######## design 1 ########
`config.mk`:
```
export PLATFORM = sky130hd
export DESIGN_NAME = pipe_hazard_scoreboard
export DESIGN_NICKNAME = d
export VERILOG_FILES = /design/src/rtl/pipe_hazard_scoreboard.sv
export SDC_FILE = /design/constraint.sdc
export NUM_CORES = 1
export LEC_CHECK = 0
export ABC_AREA = 1
export CAP_MARGIN = 25
export CORE_AREA = 2 2 105 107
export CTS_CLUSTER_SIZE = 24
export DETAILED_ROUTE_END_ITERATION = 16
export DIE_AREA = 0 0 107 109
export MAX_ROUTING_LAYER = met4
export PLACE_DENSITY_LB_ADDON = 0.1
export SYNTH_ARGS = -nofsm -noshare
export SYNTH_HDL_FRONTEND = slang
export SYNTH_SLANG_ARGS = --single-unit
export TNS_END_PERCENT = 50
```
`constraint.sdc`:
```
create_clock -name clock -period 1.8 [get_ports clock]
set_input_delay 0.18 -clock clock [delete_from_list [all_inputs] [get_ports clock]]
set_output_delay 0.18 -clock clock [all_outputs]
set_load 0.05 [all_outputs]
```
`src/rtl/pipe_hazard_scoreboard.sv`:
```
// Decode-stage hazard unit: EX/MEM forwarding, load-use interlock, mul/div scoreboard.
// Define HAZ_STATS_EN to add the saturating stall_cnt output.
module pipe_hazard_scoreboard #(
    parameter int XLEN  = 32,
    parameter int AW    = 5,
    parameter int MDLAT = 4
) (
    input  logic            clock,
    input  logic            reset,
    input  logic            id_valid,
    input  logic [AW-1:0]   id_rs,
    input  logic [AW-1:0]   id_rt,
    input  logic            id_use_rs,
    input  logic            id_use_rt,
    input  logic            id_wr,
    input  logic [AW-1:0]   id_rd,
    input  logic            id_is_md,
    input  logic [XLEN-1:0] qa,
    input  logic [XLEN-1:0] qb,
    input  logic            e_wreg,
    input  logic            e_m2reg,
    input  logic [AW-1:0]   e_rn,
    input  logic [XLEN-1:0] e_alu,
    input  logic            m_wreg,
    input  logic            m_m2reg,
    input  logic [AW-1:0]   m_rn,
    input  logic [XLEN-1:0] m_alu,
    input  logic [XLEN-1:0] m_mo,
    output logic [XLEN-1:0] da,
    output logic [XLEN-1:0] db,
    output logic [1:0]      fwda,
    output logic [1:0]      fwdb,
    output logic            stall,
    output logic            md_busy,
    output logic [AW-1:0]   md_rn,
    output logic            md_done
`ifdef HAZ_STATS_EN
    ,
    output logic [31:0]     stall_cnt
`endif
);

    localparam int CW = $clog2(MDLAT);
    localparam logic [CW-1:0] CNT_LOAD = CW'(MDLAT - 1);

    logic            md_busy_q, md_busy_d;
    logic [AW-1:0]   md_rn_q, md_rn_d;
    logic [CW-1:0]   md_cnt_q, md_cnt_d;
    logic            md_done_q, md_done_d;

    logic lu, raw, st, issue;

    // EX beats MEM; within MEM a load selects the memory data.
    always_comb begin
        fwda = 2'd0;
        if (id_rs != '0) begin
            if (e_wreg && !e_m2reg && e_rn == id_rs)
                fwda = 2'd1;
            else if (m_wreg && m_m2reg && m_rn == id_rs)
                fwda = 2'd3;
            else if (m_wreg && !m_m2reg && m_rn == id_rs)
                fwda = 2'd2;
        end
    end

    always_comb begin
        fwdb = 2'd0;
        if (id_rt != '0) begin
            if (e_wreg && !e_m2reg && e_rn == id_rt)
                fwdb = 2'd1;
            else if (m_wreg && m_m2reg && m_rn == id_rt)
                fwdb = 2'd3;
            else if (m_wreg && !m_m2reg && m_rn == id_rt)
                fwdb = 2'd2;
        end
    end

    always_comb begin
        da = qa;
        unique case (fwda)
            2'd0: da = qa;
            2'd1: da = e_alu;
            2'd2: da = m_alu;
            2'd3: da = m_mo;
        endcase
    end

    always_comb begin
        db = qb;
        unique case (fwdb)
            2'd0: db = qb;
            2'd1: db = e_alu;
            2'd2: db = m_alu;
            2'd3: db = m_mo;
        endcase
    end

    always_comb begin
        lu = e_wreg && e_m2reg && (e_rn != '0) &&
             ((id_use_rs && e_rn == id_rs) ||
              (id_use_rt && e_rn == id_rt));
        raw = md_busy_q && (md_rn_q != '0) &&
              ((id_use_rs && md_rn_q == id_rs) ||
               (id_use_rt && md_rn_q == id_rt) ||
               (id_wr && id_rd == md_rn_q));
        st = md_busy_q && id_is_md;
        stall = id_valid && (lu || raw || st);
        issue = id_valid && id_is_md && !stall;
    end

    // Counter keeps running through decode stalls; it is only loaded while idle.
    always_comb begin
        md_busy_d = md_busy_q;
        md_rn_d   = md_rn_q;
        md_cnt_d  = md_cnt_q;
        md_done_d = 1'b0;
        if (md_busy_q) begin
            if (md_cnt_q == '0) begin
                md_busy_d = 1'b0;
                md_done_d = 1'b1;
            end else begin
                md_cnt_d = md_cnt_q - CW'(1);
            end
        end else if (issue) begin
            md_busy_d = 1'b1;
            md_rn_d   = id_rd;
            md_cnt_d  = CNT_LOAD;
        end
    end

    always_ff @(posedge clock or posedge reset) begin
        if (reset) begin
            md_busy_q <= 1'b0;
            md_rn_q   <= '0;
            md_cnt_q  <= '0;
            md_done_q <= 1'b0;
        end else begin
            md_busy_q <= md_busy_d;
            md_rn_q   <= md_rn_d;
            md_cnt_q  <= md_cnt_d;
            md_done_q <= md_done_d;
        end
    end

    assign md_busy = md_busy_q;
    assign md_rn   = md_rn_q;
    assign md_done = md_done_q;

`ifdef HAZ_STATS_EN
    logic [31:0] stall_cnt_q, stall_cnt_d;

    always_comb begin
        stall_cnt_d = stall_cnt_q;
        if (stall && stall_cnt_q != 32'hFFFF_FFFF)
            stall_cnt_d = stall_cnt_q + 32'd1;
    end

    always_ff @(posedge clock or posedge reset) begin
        if (reset)
            stall_cnt_q <= '0;
        else
            stall_cnt_q <= stall_cnt_d;
    end

    assign stall_cnt = stall_cnt_q;
`endif

endmodule
```
==> design_1/power_grid.png <==
Drawn at 4 px/µm. Pins as bars on the die edge. Tap cells in grey.
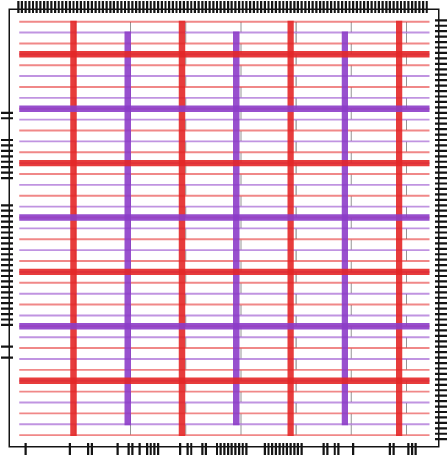
net	colour
VSS	red
VDD	purple
met5 straps	7
signal pins	272

==> design_1/placement_by_type.png <==
Drawn at 4 px/µm. Fill, decap, tap and diode cells in grey.
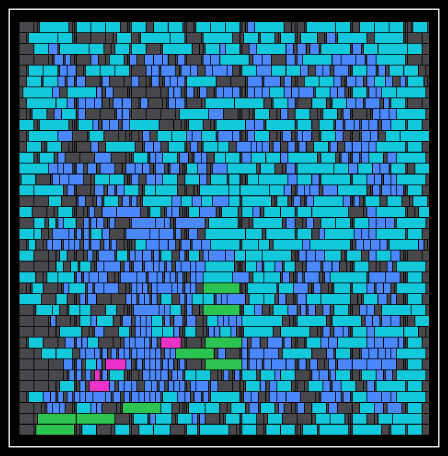
class	colour	cells	share of their area
sequential cells	green	9	3.1%
remaining buffers and delay cells	cyan	354	57%
clock drivers and dummy loads	magenta	4	0.60%
combinational and other logic	blue	546	39%

==> worst max-delay path, delay by kind of cell <==
kind,cells,cell delay [ps]
buffers and inverters,5,870
and+or+nand+nor,5,760
==> cells in the mapped netlist, types with 2 or more instances <==
master and number:
nand3_1 193, nand2_1 175, nand4_1 72, inv_1 35
nor2_1 20, nand3_2 16, buf_2 15, buf_6 12
buf_4 10, dfrtp_1 9, clkbuf_1 8, inv_2 8
o21ai_0 6, nor2_4 4, xnor2_1 4, nand2_2 3
nor2_2 3, nor3_1 2
==> layer usage <==
layer / vias to the layer above / part of all wire
met1: 2783 / 0.36
met5: - / 0
met4: 0 / 0.038
met2: 406 / 0.51
li1: 2721 / -
met3: 80 / 0.086
==> what timing repair did <==
action / CTS / global route
gates resized: 172 / 49
setup endpoints to repair: 69 / 68
pin swaps: 42 / 32
setup buffers: 16 / 5
gates cloned: 4 / 4
==> flip-flops by register name, summed over array words and instances (netlist names) <==
signal / flops
md_busy: 1
md_done: 1
md_rn: 5
md_cnt_q: 2
==> GITHUB_STEP_SUMMARY <==
### Yosys + OpenROAD results

| Metric | Value |
|---|---|
| Status | finished with violations |
| Failing checks | setup timing |
| CP Launch Type | input port |
| RSZ-0062 raised after global routing | true |
| Routed length per instance | 20.2 µm |
| Setup WS post-layout | -197 ps |
| Antenna violations before repair | 1 |
| Inverters | 44 |
| TritonRoute pass-1 iters | 7 |
| Async SR Flop Fraction | 1.00 |
| Routability Congestion | around 1.0 |
| Max-slew violation count | 0 |
| Crit path kind | in2out |
| Layout Area Growth over Synthesis | 141% |
| DP Area | between 6000 and 7000 µm² |
| Largest stage delay, worst path | 280 ps |
| Crit Reg-Reg Startpoint | md_rn[3] |
| FMAX | 0.501 GHz |
| Maxcap violations | 0 |
| Yosys aoi share | 0.0109 |
| Flop count | 9 |
| P_leak | ~3.4 nW |
| Largest class | buffers |
| Initial core utilization | 0.302 |
| Total track usage | 0.341 |
| Final setup viols | 64 |
| Die width | 107 µm |
| Worst-Margin Slew | ~500 ps |
| Distinct cells, synth | 23 |
| Simple-Gate Area Share | 0.751 |

######## design 2 ########
==> design_2/power_grid.png <==
Drawn at 4 px/µm. Pins as bars on the die edge. Tap cells in grey.
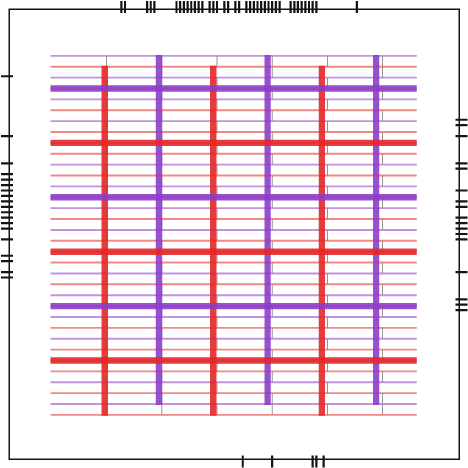
$ cat config.mk
export PLATFORM = sky130hd
export DESIGN_NAME = draw_column_flat
export DESIGN_NICKNAME = d
export VERILOG_FILES = /design/src/rtl/doom_pkg.sv /design/src/rtl/draw_column_if.sv /design/src/rtl/column_bounds.sv /design/src/rtl/draw_column.sv /design/src/flat_wrapper.sv
export SDC_FILE = /design/constraint.sdc
export NUM_CORES = 1
export LEC_CHECK = 0
export CAP_MARGIN = 20
export CORE_MARGIN = 10
export CORE_UTILIZATION = 58
export CTS_BUF_LIST = sky130_fd_sc_hd__clkbuf_8 sky130_fd_sc_hd__clkbuf_16
export DETAILED_ROUTE_END_ITERATION = 10
export GPL_TIMING_DRIVEN = 0
export PLACE_DENSITY = 0.88
export SYNTH_ARGS = -nofsm -noshare
export SYNTH_HDL_FRONTEND = slang
export SYNTH_HIERARCHICAL = 1
export SYNTH_SLANG_ARGS = --single-unit
$ cat constraint.sdc
create_clock -name clock -period 8.05 [get_ports clock]
set_input_delay 2.415 -clock clock [delete_from_list [all_inputs] [get_ports clock]]
set_output_delay 2.415 -clock clock [all_outputs]
set_load 0.05 [all_outputs]
$ cat src/rtl/doom_pkg.sv
// Shared raycaster constants and types.
// Provides screen geometry, bus widths, default ceiling/floor colours and
// the column renderer state encoding.
package doom_pkg;

   localparam int unsigned SCREEN_HEIGHT = 120;
   localparam int unsigned SCREEN_WIDTH  = 160;

   localparam int unsigned COLOUR_W = 18;
   localparam int unsigned X_W      = 8;
   localparam int unsigned Y_W      = 7;

   localparam logic [COLOUR_W-1:0] CEILING_COLOUR = 18'h0_0FC0;
   localparam logic [COLOUR_W-1:0] FLOOR_COLOUR   = 18'h0_3000;

   typedef enum logic [3:0] {
      IDLE,
      CALC,
      CEIL_REQ,
      CEIL_WAIT,
      WALL_REQ,
      WALL_WAIT,
      FLOOR_REQ,
      FLOOR_WAIT,
      DONE
   } column_state_t;

endpackage

$ cat src/rtl/draw_column_if.sv
// Request bus between the column renderer and the vertical-line drawer.
//   line_start  : one-cycle request pulse (renderer -> drawer)
//   line_done   : one-cycle completion pulse (drawer -> renderer)
//   line_x      : column to draw
//   line_min_y  : first row, inclusive
//   line_max_y  : last row, inclusive
//   line_colour : segment colour
// master = renderer side, slave = drawer side.
interface draw_column_if;
   import doom_pkg::*;

   logic                line_start;
   logic                line_done;
   logic [X_W-1:0]      line_x;
   logic [Y_W-1:0]      line_min_y;
   logic [Y_W-1:0]      line_max_y;
   logic [COLOUR_W-1:0] line_colour;

   modport master (
      output line_start, line_x, line_min_y, line_max_y, line_colour,
      input  line_done
   );

   modport slave (
      input  line_start, line_x, line_min_y, line_max_y, line_colour,
      output line_done
   );

endinterface

$ cat src/rtl/column_bounds.sv
// Combinational column geometry.
// Clamps the projected wall height to the screen and centres the wall slice.
//   wall_height : projected wall height in pixels
//   h           : clamped wall height
//   top         : first wall row
//   floor_y     : first floor row (top + h, at most SCREEN_HEIGHT)
//   ceil_valid  : ceiling segment non-empty
//   wall_valid  : wall segment non-empty
//   floor_valid : floor segment non-empty
module column_bounds #(
   parameter int unsigned SCREEN_HEIGHT = doom_pkg::SCREEN_HEIGHT
) (
   input  logic [doom_pkg::Y_W-1:0] wall_height,
   output logic [doom_pkg::Y_W-1:0] h,
   output logic [doom_pkg::Y_W-1:0] top,
   output logic [doom_pkg::Y_W-1:0] floor_y,
   output logic                     ceil_valid,
   output logic                     wall_valid,
   output logic                     floor_valid
);
   import doom_pkg::*;

   localparam logic [Y_W-1:0] ROWS = Y_W'(SCREEN_HEIGHT);

   always_comb begin
      h           = (wall_height > ROWS) ? ROWS : wall_height;
      top         = (ROWS - h) >> 1;
      floor_y     = top + h;
      ceil_valid  = (top != '0);
      wall_valid  = (h != '0);
      floor_valid = (floor_y < ROWS);
   end

endmodule

$ cat src/rtl/draw_column.sv
// Renders one screen column as up to three vertical-line requests
// (ceiling, wall, floor) issued in order to the downstream line drawer.
//   clock, reset : system clock, synchronous active-high reset
//   start        : one-cycle request, accepted only when idle
//   x            : column index, latched on accepted start
//   wall_height  : projected wall height, latched on accepted start
//   wall_colour  : wall colour, latched on accepted start
//   busy         : high whenever not idle
//   done         : one-cycle pulse when the column is finished
//   line         : request bus to the line drawer (master side)
module draw_column #(
   parameter int unsigned                     SCREEN_HEIGHT  = doom_pkg::SCREEN_HEIGHT,
   parameter logic [doom_pkg::COLOUR_W-1:0]   CEILING_COLOUR = doom_pkg::CEILING_COLOUR,
   parameter logic [doom_pkg::COLOUR_W-1:0]   FLOOR_COLOUR   = doom_pkg::FLOOR_COLOUR
) (
   input  logic                          clock,
   input  logic                          reset,
   input  logic                          start,
   input  logic [doom_pkg::X_W-1:0]      x,
   input  logic [doom_pkg::Y_W-1:0]      wall_height,
   input  logic [doom_pkg::COLOUR_W-1:0] wall_colour,
   output logic                          busy,
   output logic                          done,
   draw_column_if.master                 line
);
   import doom_pkg::*;

   localparam logic [Y_W-1:0] LAST_ROW = Y_W'(SCREEN_HEIGHT - 1);

   column_state_t state, next_state;

   logic [X_W-1:0]      x_q;
   logic [Y_W-1:0]      wall_height_q;
   logic [COLOUR_W-1:0] colour_q;

   logic [Y_W-1:0] h_q, top_q, floor_q;
   logic           ceil_valid_q, wall_valid_q, floor_valid_q;

   logic [Y_W-1:0] b_h, b_top, b_floor;
   logic           b_ceil_valid, b_wall_valid, b_floor_valid;

   column_bounds #(
      .SCREEN_HEIGHT (SCREEN_HEIGHT)
   ) u_bounds (
      .wall_height (wall_height_q),
      .h           (b_h),
      .top         (b_top),
      .floor_y     (b_floor),
      .ceil_valid  (b_ceil_valid),
      .wall_valid  (b_wall_valid),
      .floor_valid (b_floor_valid)
   );

   always_ff @(posedge clock) begin
      if (reset) state <= IDLE;
      else       state <= next_state;
   end

   always_comb begin
      next_state = state;
      unique case (state)
         IDLE:       if (start) next_state = CALC;
         CALC:       next_state = CEIL_REQ;
         CEIL_REQ:   next_state = ceil_valid_q  ? CEIL_WAIT  : WALL_REQ;
         CEIL_WAIT:  if (line.line_done) next_state = WALL_REQ;
         WALL_REQ:   next_state = wall_valid_q  ? WALL_WAIT  : FLOOR_REQ;
         WALL_WAIT:  if (line.line_done) next_state = FLOOR_REQ;
         FLOOR_REQ:  next_state = floor_valid_q ? FLOOR_WAIT : DONE;
         FLOOR_WAIT: if (line.line_done) next_state = DONE;
         DONE:       next_state = IDLE;
         default:    next_state = IDLE;
      endcase
   end

   always_comb begin
      busy            = (state != IDLE);
      done            = (state == DONE);
      line.line_start = ((state == CEIL_REQ)  && ceil_valid_q) ||
                        ((state == WALL_REQ)  && wall_valid_q) ||
                        ((state == FLOOR_REQ) && floor_valid_q);
   end

   // Segment bounds are loaded on the edge that enters a *_REQ state so they
   // are already valid alongside the line_start pulse. Entering CEIL_REQ
   // happens on the same edge that registers the geometry, so the ceiling
   // uses the combinational bounds; later segments use the registered copy.
   always_ff @(posedge clock) begin
      if (reset) begin
         x_q              <= '0;
         wall_height_q    <= '0;
         colour_q         <= '0;
         h_q              <= '0;
         top_q            <= '0;
         floor_q          <= '0;
         ceil_valid_q     <= 1'b0;
         wall_valid_q     <= 1'b0;
         floor_valid_q    <= 1'b0;
         line.line_x      <= '0;
         line.line_min_y  <= '0;
         line.line_max_y  <= '0;
         line.line_colour <= '0;
      end else begin
         if ((state == IDLE) && start) begin
            x_q           <= x;
            wall_height_q <= wall_height;
            colour_q      <= wall_colour;
         end

         if (state == CALC) begin
            h_q           <= b_h;
            top_q         <= b_top;
            floor_q       <= b_floor;
            ceil_valid_q  <= b_ceil_valid;
            wall_valid_q  <= b_wall_valid;
            floor_valid_q <= b_floor_valid;
         end

         case (next_state)
            CEIL_REQ: if (b_ceil_valid) begin
               line.line_x      <= x_q;
               line.line_min_y  <= '0;
               line.line_max_y  <= b_top - Y_W'(1);
               line.line_colour <= CEILING_COLOUR;
            end
            WALL_REQ: if (wall_valid_q) begin
               line.line_x      <= x_q;
               line.line_min_y  <= top_q;
               line.line_max_y  <= top_q + h_q - Y_W'(1);
               line.line_colour <= colour_q;
            end
            FLOOR_REQ: if (floor_valid_q) begin
               line.line_x      <= x_q;
               line.line_min_y  <= floor_q;
               line.line_max_y  <= LAST_ROW;
               line.line_colour <= FLOOR_COLOUR;
            end
            default: ;
         endcase
      end
   end

endmodule

$ cat src/flat_wrapper.sv
// flat-port wrapper written by rule: the top's interface ports become plain ports
module draw_column_flat import doom_pkg::*;
#(
   parameter int unsigned                     SCREEN_HEIGHT  = doom_pkg::SCREEN_HEIGHT,
   parameter logic [doom_pkg::COLOUR_W-1:0]   CEILING_COLOUR = doom_pkg::CEILING_COLOUR,
   parameter logic [doom_pkg::COLOUR_W-1:0]   FLOOR_COLOUR   = doom_pkg::FLOOR_COLOUR
)
  (clock, reset, start, x, wall_height, wall_colour, busy, done, line_line_start, line_line_x, line_line_min_y, line_line_max_y, line_line_colour, line_line_done);
  draw_column_if line_i ();
  input  logic clock;
  input  logic reset;
  input  logic start;
  input  logic [doom_pkg::X_W-1:0] x;
  input  logic [doom_pkg::Y_W-1:0] wall_height;
  input  logic [doom_pkg::COLOUR_W-1:0] wall_colour;
  output logic busy;
  output logic done;
  output wire logic [$bits(line_i.line_start)-1:0] line_line_start;
  output wire logic [$bits(line_i.line_x)-1:0] line_line_x;
  output wire logic [$bits(line_i.line_min_y)-1:0] line_line_min_y;
  output wire logic [$bits(line_i.line_max_y)-1:0] line_line_max_y;
  output wire logic [$bits(line_i.line_colour)-1:0] line_line_colour;
  input wire logic [$bits(line_i.line_done)-1:0] line_line_done;
  assign line_line_start = line_i.line_start;
  assign line_line_x = line_i.line_x;
  assign line_line_min_y = line_i.line_min_y;
  assign line_line_max_y = line_i.line_max_y;
  assign line_line_colour = line_i.line_colour;
  assign line_i.line_done = line_line_done;
  draw_column #(.SCREEN_HEIGHT(SCREEN_HEIGHT), .CEILING_COLOUR(CEILING_COLOUR), .FLOOR_COLOUR(FLOOR_COLOUR)) u_core (.clock(clock), .reset(reset), .start(start), .x(x), .wall_height(wall_height), .wall_colour(wall_colour), .busy(busy), .done(done), .line(line_i));
endmodule
==> GITHUB_STEP_SUMMARY <==
### Yosys + OpenROAD results

| Metric | Value |
|---|---|
| CTS H-tree lvls | 3 |
| Vias per inst | 5.94 |
| Top Layout Cells | nand2_1, a21oi_1, dfxtp_1, clkdlybuf4s50_1, clkbuf_1 |
| M3 GR Usage | 0.0463 |
| CP Cell Sequence | clkdlybuf4s50_1 > nand3b_1 > a21oi_1 > or3_1 > clkbuf_1 > or4_1 > clkbuf_1 > buf_2 > a222oi_1 > nor3_1 |
| Total CTS buffers | 9 |
| Critical path depth | 10 |
| Wirelength, routed | 14200 µm |
| Worst-Margin Slew | 871 ps |
| Min-Delay Startpoint | u_core/x_q[4] |
| Hold Crit Endpoint | u_core/x_q[4] |
| Die ar. | 12600 µm² |
| Die width | 112 µm |
| Core area | 8220 µm² |
| Largest net degree at the start of global routing | 20 |
| Crit share post-route | 0.603 |
| Setup crit end | u_core/line.line_max_y[3] |
| Worst slack, placed | ~3000 ps |
| Final setup TNS | 0 ps |
| Post-synth EDFFs | 0 |
| Placement Rows | 33 |
| Layout Utilization | 0.733 |
| M1 WL | between 5000 and 6000 µm |
| R2r setup slk | 4440 ps |
| WP data required | about 8300 ps |
| Share of cells above drive strength 1 | 0.0607 |
| Hold depth | 2 |
| Status | finished, final reports clean |
| Tool warnings | 27 |
| TritonRoute pass-1 iters | 5 |
| Port bufs | 78 |
| Crit path max-delay family | simple AND/OR/NAND/NOR gates |
| Layout Area Growth over Synthesis | 22.5% |
| CP Max Fanout | 10 |
| Initial drt markers | 407 |
| Post-Syn Instances | 631 |
| Peak supply drop | 0.000105 V |
| Post-CTS sizing | 0 |
| CTS clk-pin slew, worst paths | 100 ps |
| Clock Path Buffers | 2 |
| CTS tree | built |
| Mapped Area | slightly below 5000 µm² |
| Seq/Total Area, Yosys | 0.411 |
| CP most frequent cell | clkbuf_1 |
| Hold Slack | 460 ps |
Notes on design_2/power_grid.png above:
net	colour
VSS	red
VDD	purple
met1 rails	34
met5 straps	6
rows	33

[final cells by class]
type / instances / area [µm²] / area share
clock buffers: 9 / 124 / 0.0206
inverters: 33 / 124 / 0.0206
flip-flops and latches: 101 / 2020 / 0.336
multi-input cells: 441 / 2510 / 0.417
plain buffers: 56 / 263 / 0.0436
well taps: 105 / 131 / 0.0218
clock inverters: 7 / 68.8 / 0.0114
repair buffers: 78 / 781 / 0.130
[registers in the layout (all words and copies together) (netlist names), 4 cells and up]
| register | count |
|---|---|
| u_core/colour_q | 18 |
| u_core/line.line_colour | 18 |
| u_core/line.line_x | 8 |
| u_core/x_q | 8 |
| u_core/floor_q | 7 |
| u_core/h_q | 7 |
| u_core/line.line_max_y | 7 |
| u_core/line.line_min_y | 7 |
| u_core/top_q | 7 |
| u_core/wall_height_q | 7 |
| u_core/state | 4 |
[cell families after synthesis]
logic type	count (synthesis)	share of synthesized area
fa+ha+maj	18	0.0473
compound gates	169	0.207
other cells	1	0.000762
buf+inv	89	0.0786
flops	101	0.411
simple gates	239	0.231
xor+xnor	14	0.0249
[power by group]
part,internal (mW),total (mW),switching (mW)
combinational,0.224,0.642,0.418
sequential,0.566,0.609,0.0431
clock,0.121,0.319,0.198
total,0.911,1.57,0.659

######## design 3 ########
==> design_3/wires.png <==
Drawn at 4 px/µm.
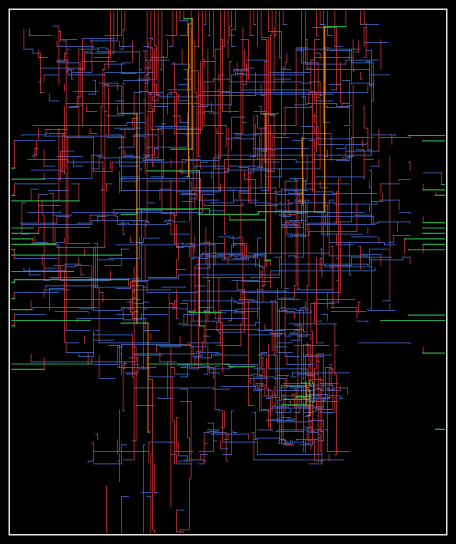
==> design_3/placement_by_type.png <==
Drawn at 4 px/µm. Fill, decap, tap and diode cells in grey.
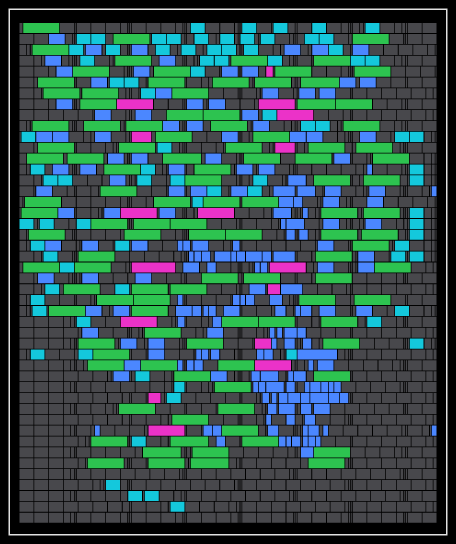
===== config.mk =====
export PLATFORM = sky130hd
export DESIGN_NAME = adc9826_spi_resp
export DESIGN_NICKNAME = d
export VERILOG_FILES = /design/src/rtl/adc9826_pkg.sv /design/src/rtl/adc9826_spi_sync.sv /design/src/rtl/adc9826_spi_resp.sv
export SDC_FILE = /design/constraint.sdc
export NUM_CORES = 1
export LEC_CHECK = 0
export ABC_AREA = 0
export CORE_AREA = 2 2 107 129
export DETAILED_ROUTE_END_ITERATION = 7
export DIE_AREA = 0 0 109 131
export HOLD_SLACK_MARGIN = 0.03
export RECOVER_POWER = 25
export SYNTH_ARGS = -nofsm -noshare
export SYNTH_HDL_FRONTEND = slang
export SYNTH_SLANG_ARGS = --single-unit
export TNS_END_PERCENT = 1

===== constraint.sdc =====
create_clock -name clk -period 3.64 [get_ports clk]
set_input_delay 0.728 -clock clk [delete_from_list [all_inputs] [get_ports clk]]
set_output_delay 0.728 -clock clk [all_outputs]
set_load 0.03 [all_outputs]

===== src/rtl/adc9826_pkg.sv =====
// AD9826 serial-port responder: shared constants, reset image and FSM states.
// Readback drive is built only with ADC9826_SPI_READBACK_EN defined.
package adc9826_pkg;

  localparam int ADC9826_NREGS      = 8;
  localparam int ADC9826_DW         = 9;
  localparam int ADC9826_AW         = 3;
  localparam int ADC9826_FRAME_BITS = 16;
  localparam int ADC9826_HDR_BITS   = 7;

  typedef logic [ADC9826_NREGS-1:0][ADC9826_DW-1:0] regfile_t;

  localparam regfile_t REG_DEFAULT = regfile_t'({63'd0, 9'h0C8});

  typedef enum logic [1:0] {
    IDLE,
    HDR,
    WDATA,
    RDATA
  } state_t;

endpackage


===== src/rtl/adc9826_spi_sync.sv =====
// Pin synchronizers plus registered rise/fall detect for sclk and sload.
// Edge pulses and data appear SYNC_STAGES+1 clocks after the pin moves.
module adc9826_spi_sync #(
  parameter int SYNC_STAGES = 2
) (
  input  logic clk,
  input  logic rst_n,
  input  logic sclk_in,
  input  logic sload_in,
  input  logic sdata_in,
  output logic sclk_rise,
  output logic sclk_fall,
  output logic sload_rise,
  output logic sload_fall,
  output logic sdata
);

  logic [SYNC_STAGES-1:0] sclk_m;
  logic [SYNC_STAGES-1:0] sload_m;
  logic [SYNC_STAGES-1:0] sdata_m;
  logic                   sclk_q;
  logic                   sload_q;

  // sload idles high, so its chain resets high to avoid a fake edge
  always_ff @(posedge clk or negedge rst_n) begin
    if (!rst_n) begin
      sclk_m     <= '0;
      sload_m    <= '1;
      sdata_m    <= '0;
      sclk_q     <= 1'b0;
      sload_q    <= 1'b1;
      sclk_rise  <= 1'b0;
      sclk_fall  <= 1'b0;
      sload_rise <= 1'b0;
      sload_fall <= 1'b0;
      sdata      <= 1'b0;
    end else begin
      sclk_m     <= {sclk_m[SYNC_STAGES-2:0], sclk_in};
      sload_m    <= {sload_m[SYNC_STAGES-2:0], sload_in};
      sdata_m    <= {sdata_m[SYNC_STAGES-2:0], sdata_in};
      sclk_q     <= sclk_m[SYNC_STAGES-1];
      sload_q    <= sload_m[SYNC_STAGES-1];
      sclk_rise  <= sclk_m[SYNC_STAGES-1] & ~sclk_q;
      sclk_fall  <= ~sclk_m[SYNC_STAGES-1] & sclk_q;
      sload_rise <= sload_m[SYNC_STAGES-1] & ~sload_q;
      sload_fall <= ~sload_m[SYNC_STAGES-1] & sload_q;
      sdata      <= sdata_m[SYNC_STAGES-1];
    end
  end

endmodule


===== src/rtl/adc9826_spi_resp.sv =====
// AD9826 3-wire config port responder with 8 x 9-bit register file.
// Define ADC9826_SPI_READBACK_EN to drive read data on sdata_o/sdata_oe.
module adc9826_spi_resp
  import adc9826_pkg::*;
#(
  parameter int SYNC_STAGES  = 2,
  parameter int SCLK_DIV_MIN = 8
) (
  input  logic        clk,
  input  logic        rst_n,
  input  logic        sclk_in,
  input  logic        sload_in,
  input  logic        sdata_in,
  output logic        sdata_o,
  output logic        sdata_oe,
  output logic [71:0] regs_o,
  output logic        wr_strobe_o,
  output logic [2:0]  wr_addr_o,
  output logic        frame_err_o
);

  logic [1:0] rst_ff;
  logic       rst_sn;

  always_ff @(posedge clk or negedge rst_n) begin
    if (!rst_n) rst_ff <= '0;
    else        rst_ff <= {rst_ff[0], 1'b1};
  end

  assign rst_sn = rst_ff[1];

  logic sclk_rise;
  logic sclk_fall;
  logic sload_rise;
  logic sload_fall;
  logic sdata_s;

  adc9826_spi_sync #(
    .SYNC_STAGES(SYNC_STAGES)
  ) u_sync (
    .clk       (clk),
    .rst_n     (rst_sn),
    .sclk_in   (sclk_in),
    .sload_in  (sload_in),
    .sdata_in  (sdata_in),
    .sclk_rise (sclk_rise),
    .sclk_fall (sclk_fall),
    .sload_rise(sload_rise),
    .sload_fall(sload_fall),
    .sdata     (sdata_s)
  );

  state_t          state;
  logic [4:0]      cnt;
  logic [4:0]      cnt_n;
  logic [8:0]      sh;
  logic [8:0]      sh_n;
  logic [2:0]      addr;
  regfile_t        regs;
  logic            take;

  // a same-clock sclk rise is folded in before any end-of-frame decision
  always_comb begin
    take  = sclk_rise && (state != IDLE);
    cnt_n = cnt;
    sh_n  = sh;
    if (take) begin
      sh_n  = {sh[7:0], sdata_s};
      cnt_n = (cnt == 5'd17) ? 5'd17 : cnt + 5'd1;
    end
  end

  always_ff @(posedge clk or negedge rst_sn) begin
    if (!rst_sn) begin
      state       <= IDLE;
      cnt         <= '0;
      sh          <= '0;
      addr        <= '0;
      regs        <= REG_DEFAULT;
      wr_strobe_o <= 1'b0;
      wr_addr_o   <= '0;
      frame_err_o <= 1'b0;
    end else begin
      wr_strobe_o <= 1'b0;
      frame_err_o <= 1'b0;
      if (state == IDLE) begin
        if (sload_fall) begin
          state <= HDR;
          cnt   <= '0;
          sh    <= '0;
        end
      end else begin
        cnt <= cnt_n;
        sh  <= sh_n;
        if (sload_rise) begin
          state <= IDLE;
          if (cnt_n != 5'(ADC9826_FRAME_BITS)) begin
            frame_err_o <= 1'b1;
          end else if (state == WDATA) begin
            regs[addr]  <= sh_n;
            wr_strobe_o <= 1'b1;
            wr_addr_o   <= addr;
          end
        end else if (state == HDR && take &&
                     cnt_n == 5'(ADC9826_HDR_BITS)) begin
          addr  <= sh_n[5:3];
          state <= sh_n[6] ? RDATA : WDATA;
        end
      end
    end
  end

  assign regs_o = regs;

`ifdef ADC9826_SPI_READBACK_EN
  logic [3:0] rd_idx;

  // fall after rise 7 drives D8; from rise 15 on D0 is held
  assign rd_idx = (cnt >= 5'd15) ? 4'd0 : 4'(5'd15 - cnt);

  always_ff @(posedge clk or negedge rst_sn) begin
    if (!rst_sn) begin
      sdata_o  <= 1'b0;
      sdata_oe <= 1'b0;
    end else if (state != IDLE && sload_rise) begin
      sdata_o  <= 1'b0;
      sdata_oe <= 1'b0;
    end else if (state == RDATA && sclk_fall) begin
      sdata_o  <= regs[addr][rd_idx];
      sdata_oe <= 1'b1;
    end
  end
`else
  assign sdata_o  = 1'b0;
  assign sdata_oe = 1'b0;
`endif

  logic unused;
  assign unused = ^{sh[8], sclk_fall, SCLK_DIV_MIN[0]};

endmodule


==> GITHUB_STEP_SUMMARY <==
### Yosys + OpenROAD results

| Metric | Value |
|---|---|
| Crit share post-route | 0.824 |
| Crit path buf inv count | 0 |
| Yosys xor share | 0.00393 |
| WL met2 | 4840 µm |
| Maxcap violations | 1 |
| Inverters | 4 |
| TritonRoute pass-1 iters | 4 |
| Area leader, netlist | dfrtp_1 |
| Seq/Total Area, Yosys | 0.619 |
| Drt drc | 0 |
| Post-Syn Instances | 308 |
| Layout net count | 401 |
| CP Cell Sequence | ha_1 > o211ai_2 > mux2_2 > o41ai_4 > and4b_1 > mux2_2 |
| Crit path kind | reg2reg |
| Status | finished with violations |
| Failing checks | capacitance limit, slew limit |
| Placement Rows | 46 |
| Die height | 131 µm |
| Max-slew violation count | 61 |
| CP endpoint kind | flip-flop |
| Antenna-violating nets left | 0 |
| Antenna violations before repair | 0 |
| Clk network pwr share | 0.367 |
| R2r setup slk | around 640 ps |
| Final clock skew | ~8.0 ps |
| Layout Utilization | 0.442 |
| Crit-path slowest cell | o41ai_4 |
| Flop pwr share | 0.490 |
| Worst-Margin Slew | around 2400 ps |
| Peak supply drop | 0.000241 V |
| Hold Crit Endpoint | u_sync.sdata |
| Min-Delay Startpoint | u_sync.sdata_m[1] |
| RSZ-0062 raised after global routing | false |
## Picture notes: design_3/wires.png
layer	colour	wire length
metal 3	green	455 µm
metal 1	blue	4040 µm
metal 2	red	4840 µm
metal 4	orange	300 µm
routed length per instance: 17.0 µm
total track usage: 0.145
Vias: 2752
wirelength, routed: 9630 µm

## Picture notes: design_3/placement_by_type.png
class	colour	cells	share of their area
combinational and other logic	blue	189	30%
sequential cells	green	110	50%
remaining buffers and delay cells	cyan	84	15%
clock drivers and dummy loads	magenta	16	5.7%

==> sequential cells by signal, indices dropped and copies added (netlist names) <==
signal,cells
regs_o,72
sh,9
cnt,5
addr,3
wr_addr_o,3
rst_ff,2
state,2
u_sync.sclk_m,2
u_sync.sdata_m,2
u_sync.sload_m,2
frame_err_o,1
u_sync.sclk_q,1
u_sync.sclk_rise,1
u_sync.sdata,1
u_sync.sload_fall,1
u_sync.sload_q,1
u_sync.sload_rise,1
wr_strobe_o,1
==> worst max path at each step <==
| stage | start | to | slack, ps | cells past startpoint |
|---|---|---|---|---|
| floorplan | rst_ff[1] | addr[0] | 360 | 0 |
| global placement | cnt[0] | regs_o[61] | 690 | 6 |
| detailed placement | cnt[0] | regs_o[59] | 610 | 6 |
| CTS | cnt[0] | regs_o[59] | 620 | 6 |
| global route | cnt[0] | regs_o[61] | 430 | 6 |
| finish | cnt[0] | regs_o[58] | 640 | 6 |
==> through the flow <==
step,hold slack (ps),power [mW]
final,350,2.80
after global routing,354,2.95
after CTS,351,2.84
after detailed placement,335,1.81
after global placement,338,1.80
after floorplan,331,1.65

######## design 4 ########
==> design_4/power_grid.png <==
Drawn at 3 px/µm. Pins as bars on the die edge. Tap cells in grey.
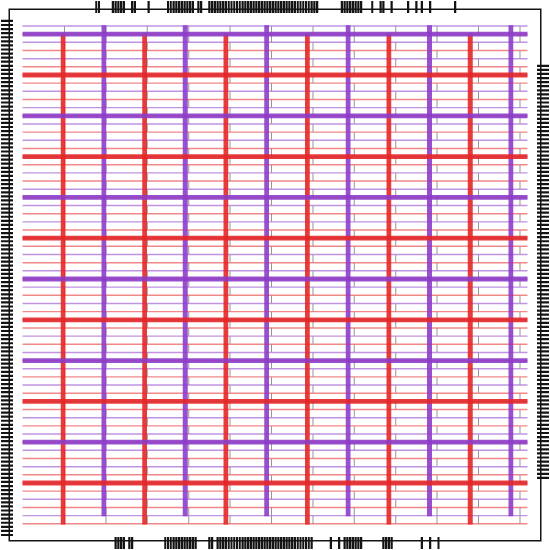
==> design_4/placement_by_type.png <==
Drawn at 3 px/µm. Fill, decap, tap and diode cells in grey.
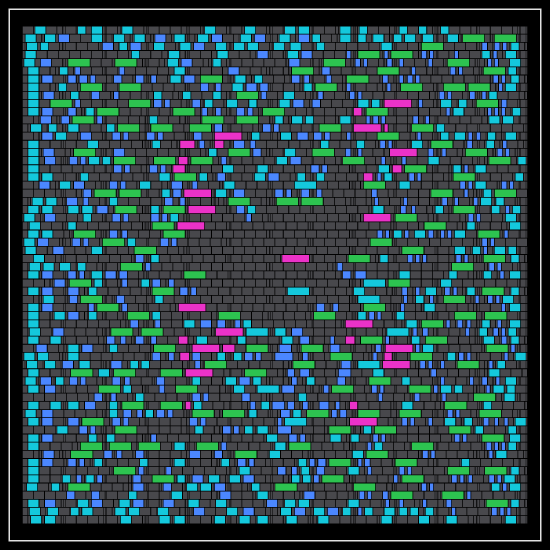
**src/rtl/mem_arb_pkg.sv**
```systemverilog
// Shared definitions for the two-port cache/memory line arbiter:
// state encoding, port ids and default bus widths.
package mem_arb_pkg;
  localparam int ADDR_W_DEF = 16;
  localparam int LINE_W_DEF = 64;

  localparam logic [1:0] ARB_IDLE = 2'd0;
  localparam logic [1:0] ARB_BUSY = 2'd1;
  localparam logic [1:0] ARB_RESP = 2'd2;

  localparam logic PORT_I = 1'b0;
  localparam logic PORT_D = 1'b1;

  typedef enum logic [1:0] {
    ST_IDLE = ARB_IDLE,
    ST_BUSY = ARB_BUSY,
    ST_RESP = ARB_RESP
  } arb_state_e;
endpackage

```
**src/rtl/arb_pick2.sv**
```systemverilog
// Combinational two-way winner select. Build option: ARB_RR_EN selects
// round-robin tie-breaking; otherwise the D-cache port wins every tie.
module arb_pick2
  import mem_arb_pkg::*;
(
  input  logic [1:0] req_i,
  input  logic       last_owner_i,
  output logic       gnt_o
);
`ifndef ARB_RR_EN
  logic unused_last_owner;
  assign unused_last_owner = last_owner_i;
`endif

  always_comb begin
    gnt_o = PORT_I;
    if (req_i == 2'b11) begin
`ifdef ARB_RR_EN
      gnt_o = ~last_owner_i;
`else
      gnt_o = PORT_D;
`endif
    end else if (req_i[1]) begin
      gnt_o = PORT_D;
    end
  end
endmodule

```
**src/rtl/mem_arbiter.sv**
```systemverilog
// Serialises I-cache (port 0) and D-cache (port 1) line transfers onto one
// memory port. Tie policy comes from arb_pick2 (build option ARB_RR_EN).
module mem_arbiter
  import mem_arb_pkg::*;
#(
  parameter int ADDR_W = ADDR_W_DEF,
  parameter int LINE_W = LINE_W_DEF
) (
  input  logic              clk,
  input  logic              reset,
  input  logic [1:0]        req_read,
  input  logic [1:0]        req_write,
  input  logic [ADDR_W-1:0] req_addr0,
  input  logic [ADDR_W-1:0] req_addr1,
  input  logic [LINE_W-1:0] req_wdata0,
  input  logic [LINE_W-1:0] req_wdata1,
  output logic [1:0]        req_ready,
  output logic [LINE_W-1:0] req_rdata,
  output logic              mem_read,
  output logic              mem_write,
  output logic [ADDR_W-1:0] mem_addr,
  output logic [LINE_W-1:0] mem_wdata,
  input  logic [LINE_W-1:0] mem_rdata,
  input  logic              mem_ready
);
  arb_state_e        state_q, state_d;
  logic              owner_q, owner_d;
  logic              mem_read_q, mem_read_d;
  logic              mem_write_q, mem_write_d;
  logic [ADDR_W-1:0] mem_addr_q, mem_addr_d;
  logic [LINE_W-1:0] mem_wdata_q, mem_wdata_d;
  logic [1:0]        req_ready_q, req_ready_d;
  logic [LINE_W-1:0] req_rdata_q, req_rdata_d;

  logic [1:0] req_any;
  logic       gnt;

  assign req_any = req_read | req_write;

  arb_pick2 u_pick (
    .req_i        (req_any),
    .last_owner_i (owner_q),
    .gnt_o        (gnt)
  );

  always_comb begin
    state_d     = state_q;
    owner_d     = owner_q;
    mem_read_d  = mem_read_q;
    mem_write_d = mem_write_q;
    mem_addr_d  = mem_addr_q;
    mem_wdata_d = mem_wdata_q;
    req_ready_d = 2'b00;
    req_rdata_d = req_rdata_q;
    unique case (state_q)
      ST_IDLE: begin
        if (|req_any) begin
          owner_d = gnt;
          // write first: a dirty eviction must reach memory before the refill
          mem_write_d = req_write[gnt];
          mem_read_d  = ~req_write[gnt];
          mem_addr_d  = gnt ? req_addr1 : req_addr0;
          mem_wdata_d = gnt ? req_wdata1 : req_wdata0;
          state_d     = ST_BUSY;
        end
      end
      ST_BUSY: begin
        if (mem_ready) begin
          mem_read_d  = 1'b0;
          mem_write_d = 1'b0;
          if (mem_read_q) req_rdata_d = mem_rdata;
          req_ready_d = owner_q ? 2'b10 : 2'b01;
          state_d     = ST_RESP;
        end
      end
      ST_RESP: state_d = ST_IDLE;
      default: state_d = ST_IDLE;
    endcase
  end

  always_ff @(posedge clk) begin
    if (reset) begin
      state_q     <= ST_IDLE;
      owner_q     <= PORT_D;
      mem_read_q  <= 1'b0;
      mem_write_q <= 1'b0;
      mem_addr_q  <= '0;
      mem_wdata_q <= '0;
      req_ready_q <= 2'b00;
      req_rdata_q <= '0;
    end else begin
      state_q     <= state_d;
      owner_q     <= owner_d;
      mem_read_q  <= mem_read_d;
      mem_write_q <= mem_write_d;
      mem_addr_q  <= mem_addr_d;
      mem_wdata_q <= mem_wdata_d;
      req_ready_q <= req_ready_d;
      req_rdata_q <= req_rdata_d;
    end
  end

  assign mem_read  = mem_read_q;
  assign mem_write = mem_write_q;
  assign mem_addr  = mem_addr_q;
  assign mem_wdata = mem_wdata_q;
  assign req_ready = req_ready_q;
  assign req_rdata = req_rdata_q;
endmodule

```
**config.mk**
```make
export PLATFORM = sky130hd
export DESIGN_NAME = mem_arbiter
export DESIGN_NICKNAME = d
export VERILOG_FILES = /design/src/rtl/mem_arb_pkg.sv /design/src/rtl/arb_pick2.sv /design/src/rtl/mem_arbiter.sv
export SDC_FILE = /design/constraint.sdc
export NUM_CORES = 1
export LEC_CHECK = 0
export CELL_PAD_IN_SITES_DETAIL_PLACEMENT = 1
export CELL_PAD_IN_SITES_GLOBAL_PLACEMENT = 2
export CORE_MARGIN = 4
export CORE_UTILIZATION = 22
export CTS_CLUSTER_SIZE = 10
export DETAILED_ROUTE_END_ITERATION = 7
export PLACE_DENSITY_LB_ADDON = 0.08
export REMOVE_ABC_BUFFERS = 1
export SETUP_SLACK_MARGIN = 0.1
export SLEW_MARGIN = 20
export SYNTH_ARGS = -nofsm -noshare
export SYNTH_HDL_FRONTEND = slang
export SYNTH_SLANG_ARGS = --single-unit
```
**constraint.sdc**
```tcl
create_clock -name clk -period 3 [get_ports clk]
set_clock_uncertainty 0.15 [all_clocks]
set_input_delay 0.45 -clock clk [delete_from_list [all_inputs] [get_ports clk]]
set_output_delay 0.45 -clock clk [all_outputs]
set_load 0.1 [all_outputs]
```
==> GITHUB_STEP_SUMMARY <==
### Yosys + OpenROAD results

| Metric | Value |
|---|---|
| Status | finished, final reports clean |
| Die height | 177 µm |
| Routability Congestion | 0.706 |
| Max-slew violation count | 0 |
| Drt drc | 0 |
| Final setup TNS | 0 ps |
| Ys flops | 151 |
| Area leader, netlist | dfxtp_1 |
| Port bufs | about 380 |
| Crit path buf inv count | 2 |
| Yosys xor share | 0 |
| Inverters | 1 |
| Hold-fix buffers at CTS | 0 |
| Total track usage | 0.161 |
| Flop pwr share | 0.355 |
| First-pass GRT wire length | 38600 µm |
| Clock Path Buffers | 2 |
| Clock Latency Late Sink | 410 ps |
| # Cells Yosys | 673 |
| Distinct cells, synth | 30 |
| Minimum clock period | between 2000 and 2500 ps |
| Crit Reg-Reg Startpoint | state_q[0] |
| Top Layout Cells | clkdlybuf4s50_1, buf_4, dfxtp_1, a21oi_1, nand2_1 |
| Most numerous logic cell after layout | clkdlybuf4s50_1 |
| Clock tree cell share of total cell area | 0.0529 |
| Adder share | 0 |
| Die ar. | 31200 µm² |
| Crit-path slowest cell | or4_2 |
| Hold Fails Final Rpt | 0 |
| Post-CTS sizing | 0 |
| Max transition margin | 0.502 |
| Critical path depth | 5 |
| Seq pwr | 2.22 mW |
| Largest net degree at the start of global routing | 68 |
| Yosys aoi share | 0.221 |
| Total congestion overflow | 0 |
| Inst Count DP | 1378 |
| Worst-Margin Slew | 747 ps |
| Setup crit start | req_write[1] |
| FMAX | 0.471 GHz |
| Combinational gates | 455 |
| Share of cells above drive strength 1 | 0.195 |
| Crit path kind | in2reg |
| Hold depth | 1 |
| Post-synth top area share | 0.483 |
| Tool warnings | 25 |
| Clock Sinks | 151 |
| Worst slack, placed | 458 ps |
| Largest class | buffers |
| Total CTS buffers | 17 |
| Seq/Total Area, Yosys | 0.483 |
| CP Cell Sequence | clkdlybuf4s50_1 > or4_2 > buf_12 > a21oi_1 > a211oi_1 |
| FF+latch area | 3020 µm² |
| Initial core utilization | 0.224 |
| P_sw | 2.40 mW |
| Crit path max-delay family | simple AND/OR/NAND/NOR gates |
| Wirelength, routed | approximately 26000 µm |
| Synth logic family | AND-OR/OR-AND gates |
| Mapped Area | 6260 µm² |
| Antenna violations before repair | 3 |
| Seq area share | 0.288 |
About design_4/power_grid.png:
net	colour
VDD	purple
VSS	red
met4 straps	12
met5 straps	12
met1 rails	62
core area: 27900 µm²
peak supply drop: 0.000354 V

About design_4/placement_by_type.png:
class	colour	cells	share of their area
clock drivers and dummy loads	magenta	32	5.5%
combinational and other logic	blue	456	28%
sequential cells	green	151	30%
remaining buffers and delay cells	cyan	393	36%

## registers in the layout (all words and copies together) (netlist names)
register and flops:
req_rdata 64, req_ready 2, mem_wdata 64, owner_q 1, mem_read 1, mem_addr 16
state_q 2, mem_write 1
## routing by layer
| metal | wire length [µm] | global-route usage |
|---|---|---|
| met2 | 12100 | 0.256 |
| met4 | 345 | 0.0490 |
| met5 | 26 | 0 |
| met3 | 2750 | 0.0711 |
| met1 | 11200 | 0.196 |
## synthesized netlist by cell type
master	instances
nor3_1	2
nor3_2	1
dlygate4sd1_1	1
mux2i_1	80
buf_4	1
buf_8	8
o21ai_0	1
a211oi_1	80
o311ai_0	2
nor2_2	1
a2111o_1	1
and2_1	1
nand3b_1	1
inv_1	1
dfxtp_1	151
nand2b_1	1
a21oi_1	146
nor2_4	1
nor4_2	1
buf_6	11
nand2_1	128
clkbuf_1	20
nor2_1	2
buf_2	25
nand4_1	1
a211o_1	1
a2111oi_0	1
and4b_1	1
or4_1	1
nand4b_1	1


==> layout pictures side by side <==
Congestion heat map.
(a)
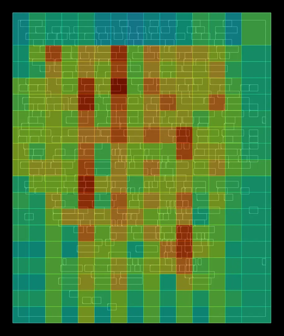
(b)
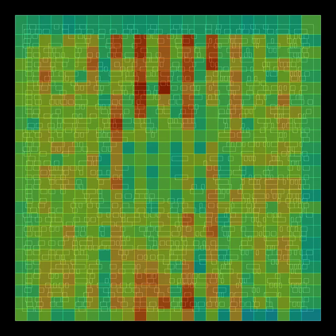
(c)
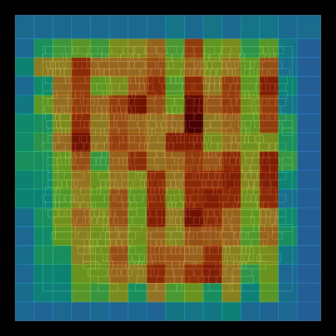
(d)
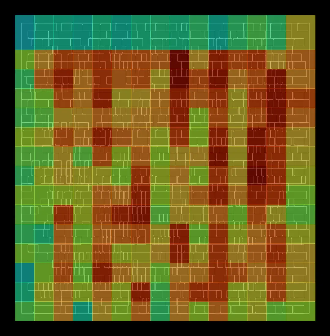
(b) -> design 4
(d) -> design 1
(c) -> design 2
(a) -> design 3
- lowest utilization: (b)
- highest track usage: (d)

Power is estimated from default activity; no workload was simulated.
